# block 1

Block 1, congestion heat map:
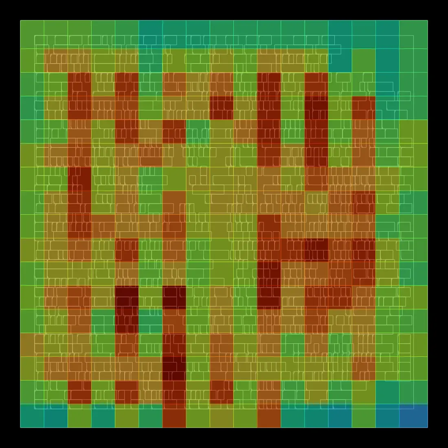

==> config.mk <==
export PLATFORM = sky130hd
export DESIGN_NAME = load_store_unit
export DESIGN_NICKNAME = d
export VERILOG_FILES = /design/src/rtl/load_store_unit.sv
export SDC_FILE = /design/constraint.sdc
export NUM_CORES = 1
export LEC_CHECK = 0
export ABC_AREA = 1
export CORE_MARGIN = 4
export CORE_UTILIZATION = 49
export DETAILED_ROUTE_END_ITERATION = 10
export GPL_ROUTABILITY_DRIVEN = 0
export GPL_TIMING_DRIVEN = 0
export PLACE_DENSITY = 0.83
export SYNTH_ARGS = -nofsm -noshare
export SYNTH_HDL_FRONTEND = slang
export SYNTH_SLANG_ARGS = --single-unit
==> constraint.sdc <==
create_clock -name i_clk -period 3.9 [get_ports i_clk]
set_input_delay 0.78 -clock i_clk [delete_from_list [all_inputs] [get_ports i_clk]]
set_output_delay 0.78 -clock i_clk [all_outputs]
set_load 0.05 [all_outputs]
==> src/rtl/load_store_unit.sv <==
// Load/store unit: address checks, byte-lane steering and a valid/ready memory bus.
// Loads are sign/zero-extended; stalls in REQ or WAIT_RDATA are bounded by a timeout.
module load_store_unit #(
  parameter int TIMEOUT_CYCLES = 255
) (
  input  logic        i_clk,
  input  logic        i_rst,
  input  logic        i_req,
  input  logic        i_isStore,
  input  logic [2:0]  i_funct3,
  input  logic [31:0] i_address,
  input  logic [31:0] i_storeData,
  output logic        o_busy,
  output logic        o_done,
  output logic [1:0]  o_error,
  output logic [31:0] o_loadData,
  output logic        o_memValid,
  input  logic        i_memReady,
  output logic        o_memWrite,
  output logic [31:0] o_memAddr,
  output logic [31:0] o_memWdata,
  output logic [3:0]  o_memByteEn,
  input  logic        i_memRvalid,
  input  logic [31:0] i_memRdata
);

  localparam logic [1:0] S_IDLE = 2'd0;
  localparam logic [1:0] S_REQ  = 2'd1;
  localparam logic [1:0] S_WAIT = 2'd2;
  localparam logic [1:0] S_DONE = 2'd3;
  localparam int CW = $clog2(TIMEOUT_CYCLES + 1);

  logic [1:0]  r_state;
  logic        r_isStore;
  logic [2:0]  r_funct3;
  logic [31:0] r_addr;
  logic [31:0] r_sdata;
  logic [1:0]  r_err;
  logic [31:0] r_loadData;
  logic [CW-1:0] r_cnt;

  logic        w_illegal;
  logic        w_misal;
  logic        w_tmo;
  logic [31:0] w_shift;
  logic [31:0] w_ext;
  logic [31:0] w_wdata;
  logic [3:0]  w_be;

  assign w_illegal = i_isStore ? (i_funct3 > 3'd2)
                   : (i_funct3 == 3'd3 || i_funct3 >= 3'd6);
  assign w_misal = (i_funct3[1:0] == 2'd1 && i_address[0])
                 || (i_funct3[1:0] == 2'd2 && i_address[1:0] != 2'd0);
  assign w_tmo = (r_cnt == CW'(TIMEOUT_CYCLES - 1));

  // Accesses are aligned, so shifting by the byte offset lands the lane at bit 0
  assign w_shift = i_memRdata >> {r_addr[1:0], 3'b000};

  always_comb begin
    w_ext = w_shift;
    case (r_funct3)
      3'd0:    w_ext = {{24{w_shift[7]}}, w_shift[7:0]};
      3'd1:    w_ext = {{16{w_shift[15]}}, w_shift[15:0]};
      3'd4:    w_ext = {24'd0, w_shift[7:0]};
      3'd5:    w_ext = {16'd0, w_shift[15:0]};
      default: w_ext = i_memRdata;
    endcase
  end

  always_comb begin
    w_wdata = r_sdata;
    w_be    = 4'b1111;
    case (r_funct3[1:0])
      2'd0: begin
        w_wdata = {4{r_sdata[7:0]}};
        w_be    = 4'b0001 << r_addr[1:0];
      end
      2'd1: begin
        w_wdata = {2{r_sdata[15:0]}};
        w_be    = 4'b0011 << r_addr[1:0];
      end
      default: begin
        w_wdata = r_sdata;
        w_be    = 4'b1111;
      end
    endcase
  end

  always_ff @(posedge i_clk) begin
    if (i_rst) begin
      r_state    <= S_IDLE;
      r_isStore  <= 1'b0;
      r_funct3   <= 3'd0;
      r_addr     <= 32'd0;
      r_sdata    <= 32'd0;
      r_err      <= 2'd0;
      r_loadData <= 32'd0;
      r_cnt      <= '0;
    end else begin
      case (r_state)
        S_IDLE: begin
          if (i_req) begin
            r_isStore <= i_isStore;
            r_funct3  <= i_funct3;
            r_addr    <= i_address;
            r_sdata   <= i_storeData;
            r_cnt     <= '0;
            if (w_illegal || w_misal) begin
              r_err   <= w_illegal ? 2'b10 : 2'b01;
              r_state <= S_DONE;
              if (!i_isStore) r_loadData <= 32'd0;
            end else begin
              r_err   <= 2'b00;
              r_state <= S_REQ;
            end
          end
        end
        S_REQ: begin
          if (i_memReady) begin
            r_cnt   <= '0;
            r_state <= r_isStore ? S_DONE : S_WAIT;
          end else if (w_tmo) begin
            r_err   <= 2'b11;
            r_state <= S_DONE;
            if (!r_isStore) r_loadData <= 32'd0;
          end else begin
            r_cnt <= r_cnt + 1'b1;
          end
        end
        S_WAIT: begin
          if (i_memRvalid) begin
            r_loadData <= w_ext;
            r_state    <= S_DONE;
          end else if (w_tmo) begin
            r_err      <= 2'b11;
            r_loadData <= 32'd0;
            r_state    <= S_DONE;
          end else begin
            r_cnt <= r_cnt + 1'b1;
          end
        end
        default: r_state <= S_IDLE;
      endcase
    end
  end

  assign o_busy      = (r_state != S_IDLE);
  assign o_done      = (r_state == S_DONE);
  assign o_error     = o_done ? r_err : 2'b00;
  assign o_loadData  = r_loadData;
  assign o_memValid  = (r_state == S_REQ);
  assign o_memWrite  = r_isStore;
  assign o_memAddr   = {r_addr[31:2], 2'b00};
  assign o_memWdata  = w_wdata;
  assign o_memByteEn = r_isStore ? w_be : 4'b0000;

endmodule

# block 2

## src/rtl/wsp_sequencer.sv

```systemverilog
// Wrapper serial port sequencer: turns one shift command into a SelectWIR /
// Capture / Shift / Update sequence on the WSC and returns the bits captured from WSO.
module wsp_sequencer #(
  parameter int MAX_LEN = 64
) (
  input  logic               WRCK,
  input  logic               RESET,
  input  logic               cmd_valid,
  output logic               cmd_ready,
  input  logic               cmd_wir,
  input  logic [6:0]         cmd_len,
  input  logic [MAX_LEN-1:0] cmd_data,
  output logic               rsp_valid,
  input  logic               rsp_ready,
  output logic [MAX_LEN-1:0] rsp_data,
  output logic               SelectWIR,
  output logic               CaptureWR,
  output logic               ShiftWR,
  output logic               UpdateWR,
  output logic               WSI,
  input  logic               WSO
);

  typedef enum logic [2:0] {
    IDLE, SETUP, CAPTURE, SHIFT, UPDATE, DONE
  } state_t;

  localparam logic [6:0] LEN_CAP = 7'(MAX_LEN);

  state_t             state;
  logic [6:0]         cnt;
  logic [MAX_LEN-1:0] data_sr;
  logic [MAX_LEN-1:0] mask;
  logic [6:0]         eff_len;

  assign eff_len = (cmd_len > LEN_CAP) ? LEN_CAP : cmd_len;

  // Every output is loaded on the edge that enters the state it belongs to,
  // so the WSC lines are glitch-free flops and change together with the state.
  // NOTE: non-blocking assignments keep every flop reading pre-edge values,
  // which is what makes the state and its outputs move in lockstep.
  always_ff @(posedge WRCK or posedge RESET) begin
    if (RESET) begin
      state     <= IDLE;
      cmd_ready <= 1'b0;
      rsp_valid <= 1'b0;
      rsp_data  <= '0;
      SelectWIR <= 1'b0;
      CaptureWR <= 1'b0;
      ShiftWR   <= 1'b0;
      UpdateWR  <= 1'b0;
      WSI       <= 1'b0;
      cnt       <= '0;
      data_sr   <= '0;
      mask      <= '0;
    end else begin
      case (state)
        IDLE: begin
          cmd_ready <= 1'b1;
          if (cmd_valid && cmd_ready) begin
            state     <= SETUP;
            cmd_ready <= 1'b0;
            SelectWIR <= cmd_wir;
            data_sr   <= cmd_data;
            cnt       <= eff_len;
            rsp_data  <= '0;
          end
        end
        SETUP: begin
          state     <= CAPTURE;
          CaptureWR <= 1'b1;
        end
        CAPTURE: begin
          CaptureWR <= 1'b0;
          if (cnt == '0) begin
            state    <= UPDATE;
            UpdateWR <= 1'b1;
          end else begin
            state   <= SHIFT;
            ShiftWR <= 1'b1;
            WSI     <= data_sr[0];
            data_sr <= data_sr >> 1;
            mask    <= MAX_LEN'(1);
          end
        end
        SHIFT: begin
          // mask is one-hot on the bit position of the current shift cycle
          rsp_data <= rsp_data | (mask & {MAX_LEN{WSO}});
          mask     <= mask << 1;
          cnt      <= cnt - 7'd1;
          if (cnt == 7'd1) begin
            state    <= UPDATE;
            ShiftWR  <= 1'b0;
            WSI      <= 1'b0;
            UpdateWR <= 1'b1;
          end else begin
            WSI     <= data_sr[0];
            data_sr <= data_sr >> 1;
          end
        end
        UPDATE: begin
          state     <= DONE;
          UpdateWR  <= 1'b0;
          SelectWIR <= 1'b0;
          rsp_valid <= 1'b1;
        end
        DONE: begin
          if (rsp_ready) begin
            state     <= IDLE;
            rsp_valid <= 1'b0;
            cmd_ready <= 1'b1;
          end
        end
        default: state <= IDLE;
      endcase
    end
  end

endmodule

```

## config.mk

```make
export PLATFORM = sky130hd
export DESIGN_NAME = wsp_sequencer
export DESIGN_NICKNAME = d
export VERILOG_FILES = /design/src/rtl/wsp_sequencer.sv
export SDC_FILE = /design/constraint.sdc
export NUM_CORES = 1
export LEC_CHECK = 0
export CAP_MARGIN = 15
export CORE_ASPECT_RATIO = 0.75
export CORE_MARGIN = 10
export CORE_UTILIZATION = 53
export DETAILED_ROUTE_END_ITERATION = 10
export GPL_TIMING_DRIVEN = 0
export PLACE_DENSITY = 0.8
export SLEW_MARGIN = 20
export SYNTH_ARGS = -nofsm -noshare
export SYNTH_HDL_FRONTEND = slang
export SYNTH_SLANG_ARGS = --single-unit
```

## constraint.sdc

```tcl
create_clock -name WRCK -period 8.6 [get_ports WRCK]
set_input_delay 0.86 -clock WRCK [delete_from_list [all_inputs] [get_ports WRCK]]
set_output_delay 0.86 -clock WRCK [all_outputs]
set_load 0.02 [all_outputs]
```


==> screenshots <==
A small window of the routed layout.
Plate I
Bar = 10 um. Window x 17 to 42, y 17 to 42 um. Cells in grey, sequential cells in the stronger grey; small squares are vias.
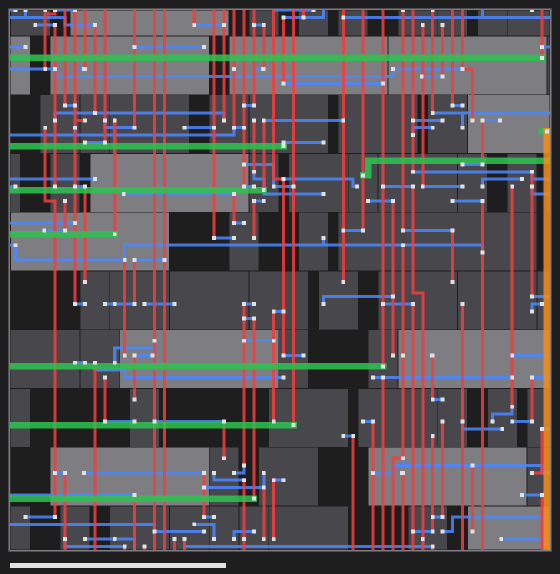
Plate II
Bar = 10 um. Window x 30 to 55, y 20 to 45 um. Cells in grey, sequential cells in the stronger grey; small squares are vias.
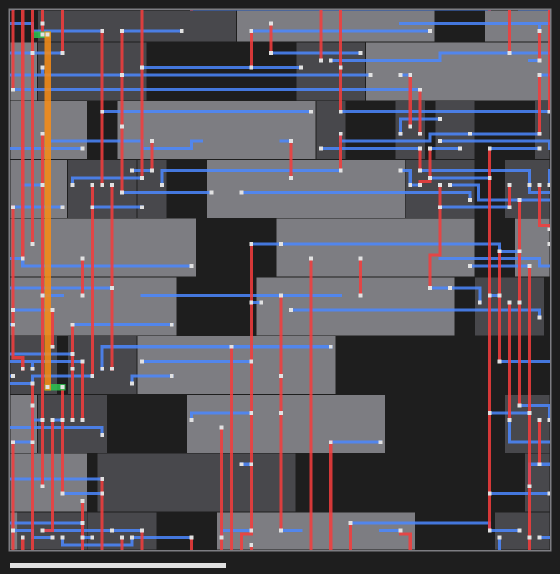
Plate II comes from block 2.
Plate I comes from block 1.
Of these, largest die: Plate II

Block 1, selected gate families:
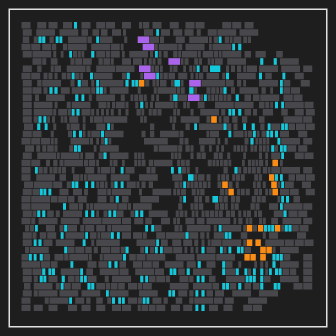
adder and majority cells -> purple  # cells 7, where north
NOR gates -> cyan  # cells 210, where spread over the die
AND and OR gates -> orange  # cells 18

Block 1, wires at chosen ports, followed through buffers:
Bar = 20 um.
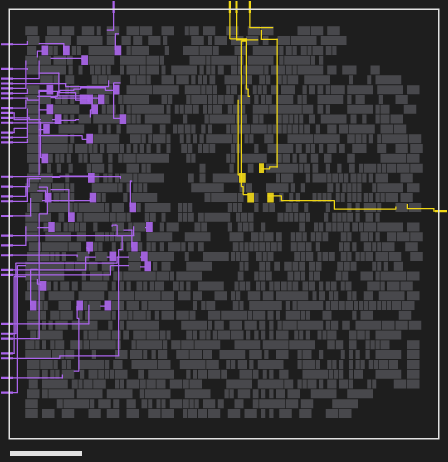
i_storeData -> purple  # direction input, edge 31 west, 1 north, end cells 32, buffers 32, wire 899 um
o_memByteEn -> yellow  # direction output, edge 3 north, 1 east, end cells 4, buffers 4, wire 218 um

About 'congestion heat map' of block 1:
global routing usage on met2: 0.472
overall global routing resource usage: 0.275

==> flow_summary.toml, block 1 <==
# generated from flow reports
[flow_run]
tool_warnings = 31

[yosys]
yosys_cells = 904
area_fraction_in_and_or_nand_and_nor_cells_after_synthesis = 0.316
edf_count = 0
dominantRegCellSynth = "sky130_fd_sc_hd__dfxtp_1"
postSynthRegisterBits = 112
synthesis.area_mm2 = 0.00600
topCellsByArea = "sky130_fd_sc_hd__dfxtp_1 37%, sky130_fd_sc_hd__nor2_1 13%, sky130_fd_sc_hd__nand2_1 11%, sky130_fd_sc_hd__o21ai_0 7.3%, sky130_fd_sc_hd__buf_4 5.3%"

[cts]
ctsHoldBuffers = 0
cts.htree.levels = 3
post_cts_resized = 0

[timing]
post-route-min-period_ns = 3.61
worst_case_headroom_to_the_max_slew_limit = 0.564

[min_path]
min-delay-path-class = "flop to flop"
min_delay_path_depth = 2

[global_route]
grt_antenna_before_repair = 0
grt.busiest_layer = "met2"
globalRouteMet3Util = 0.111

[final_layout]
final_core_utilization = 0.712
count_of_fill_cells_added_during_filler_insertion = 1028
design.final.nets = 1236

[placement]
place_hpwl_mm = 15.3

[power]
leakagePower_nw = 3.66

[status]
run_status = "complete, no violations"
## block 1: power breakdown
| group | internal (mW) | switching, mW | leakage [nW] | total, mW |
|---|---|---|---|---|
| Clock | 0.471 | 0.427 | 0.136 | 0.898 |
| Sequential | 1.40 | 0.154 | 0.919 | 1.56 |
| Combinational | 1.21 | 2.39 | 2.61 | 3.60 |
## block 1: layer usage
metal / vias up / part of all wire
met2: 250 / 0.48
met5: - / 0
met3: 33 / 0.10
met1: 2921 / 0.40
met4: 0 / 0.022
li1: 3278 / -
Block 2, selected gate families:
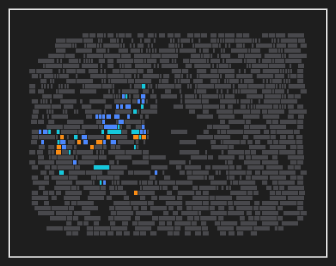
AND and OR gates -> orange  # cells 10, where west
inverting AOI/OAI gates -> blue  # cells 31
NOR gates -> cyan  # cells 18

==> flow_summary.toml, block 2 <==
# generated from flow reports
[status]
run_status = "complete, no violations"

[drt]
vias = 6261
drc = 0
drt-total-wl_mm = 20.6

[placement]
final_replace_weighted_congestion = 0.786
dp_cells = 1094
place_hpwl_mm = 14.6

[setup_path]
cp_num_cells = 8
cp_top_family = "buffers and inverters"
ff2ff_path_depth = 6
cp-end-kind = "flop"
timing.rr.start = "state[0]"

[yosys]
ys_top_logic_family = "AND-OR/OR-AND gates"
yosys_cells = 735
aoi_share = 0.155
ys_chip_area_mm2 = 0.00886
synth_cells = 735
yosys_warning_tally = 0
edf_count = 0

[floorplanning]
floorplanUtilization = 0.546
design.die.area_mm2 = 0.0223
die_width_um = 169

[timing]
worst-slew-pin-transition_ns = 1.04
finalSetupViolCount = 0
setup_repair_after_global_routing_missed_its_margin = "false"
worst_case_headroom_to_the_max_slew_limit = 0.301
layout_setup_ws_ns = 5.94

[global_route]
grt_pass1_vias = 6382

[flow_run]
tool_warnings = 27

[power]
power_report.internal_total_mw = 2.63
maxPowerGroup = "sequential cells"

[min_path]
hold_start = "WSI"

[final_layout]
layout.non_clock_inverters = 6
post_layout_nonfiller_instances = 1127

[cts]
clkLatencyLatePin_ns = 0.48
block 2: routing by layer:
metal	global-route usage	wire length [um]	share of wire	up-vias
li1	-	-	-	2943
met1	0.261	9740	0.47	3146
met2	0.269	9440	0.46	152
met3	0.0375	1140	0.055	20
met4	0.0383	306	0.015	0
met5	0	0	0	-
block 2: state kept, by name, summed over array words and instances (netlist names):
register,flops
UpdateWR,1
state,3
data_sr,64
SelectWIR,1
cnt,7
cmd_ready,1
CaptureWR,1
ShiftWR,1
WSI,1
rsp_valid,1
rsp_data,64
mask,64


## Gallery

Sequential cells grouped by signal name.
picture 1
Bar = 20 um. Other sequential cells in the stronger grey, the rest of the logic in the fainter grey.
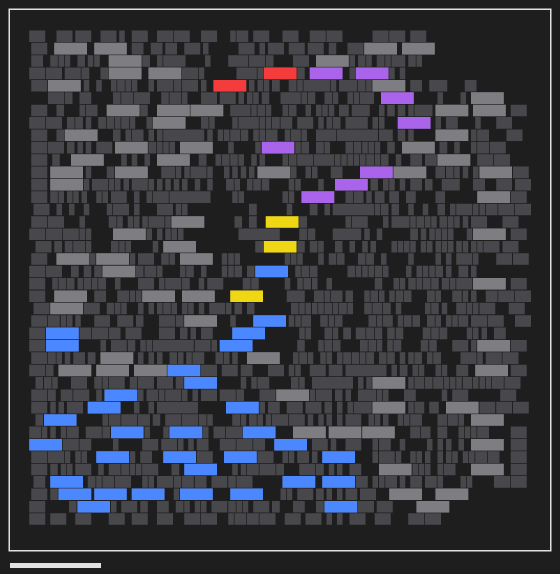
picture 2
Bar = 50 um. Other sequential cells in the stronger grey, the rest of the logic in the fainter grey.
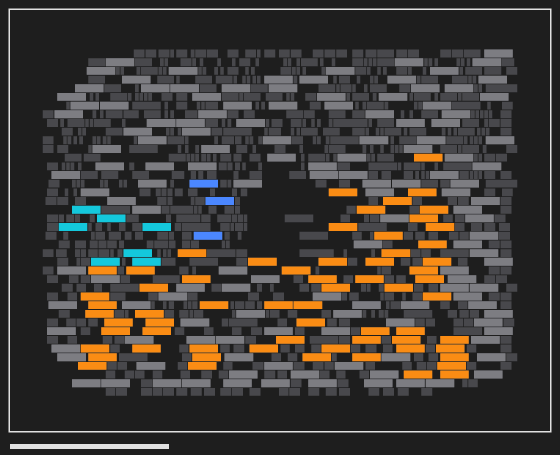
Of these, most sequential cells: picture 2
Block 1 is picture 1.
Block 2 is picture 2.

Power figures rest on the tool's default switching activity, not on a simulated workload.
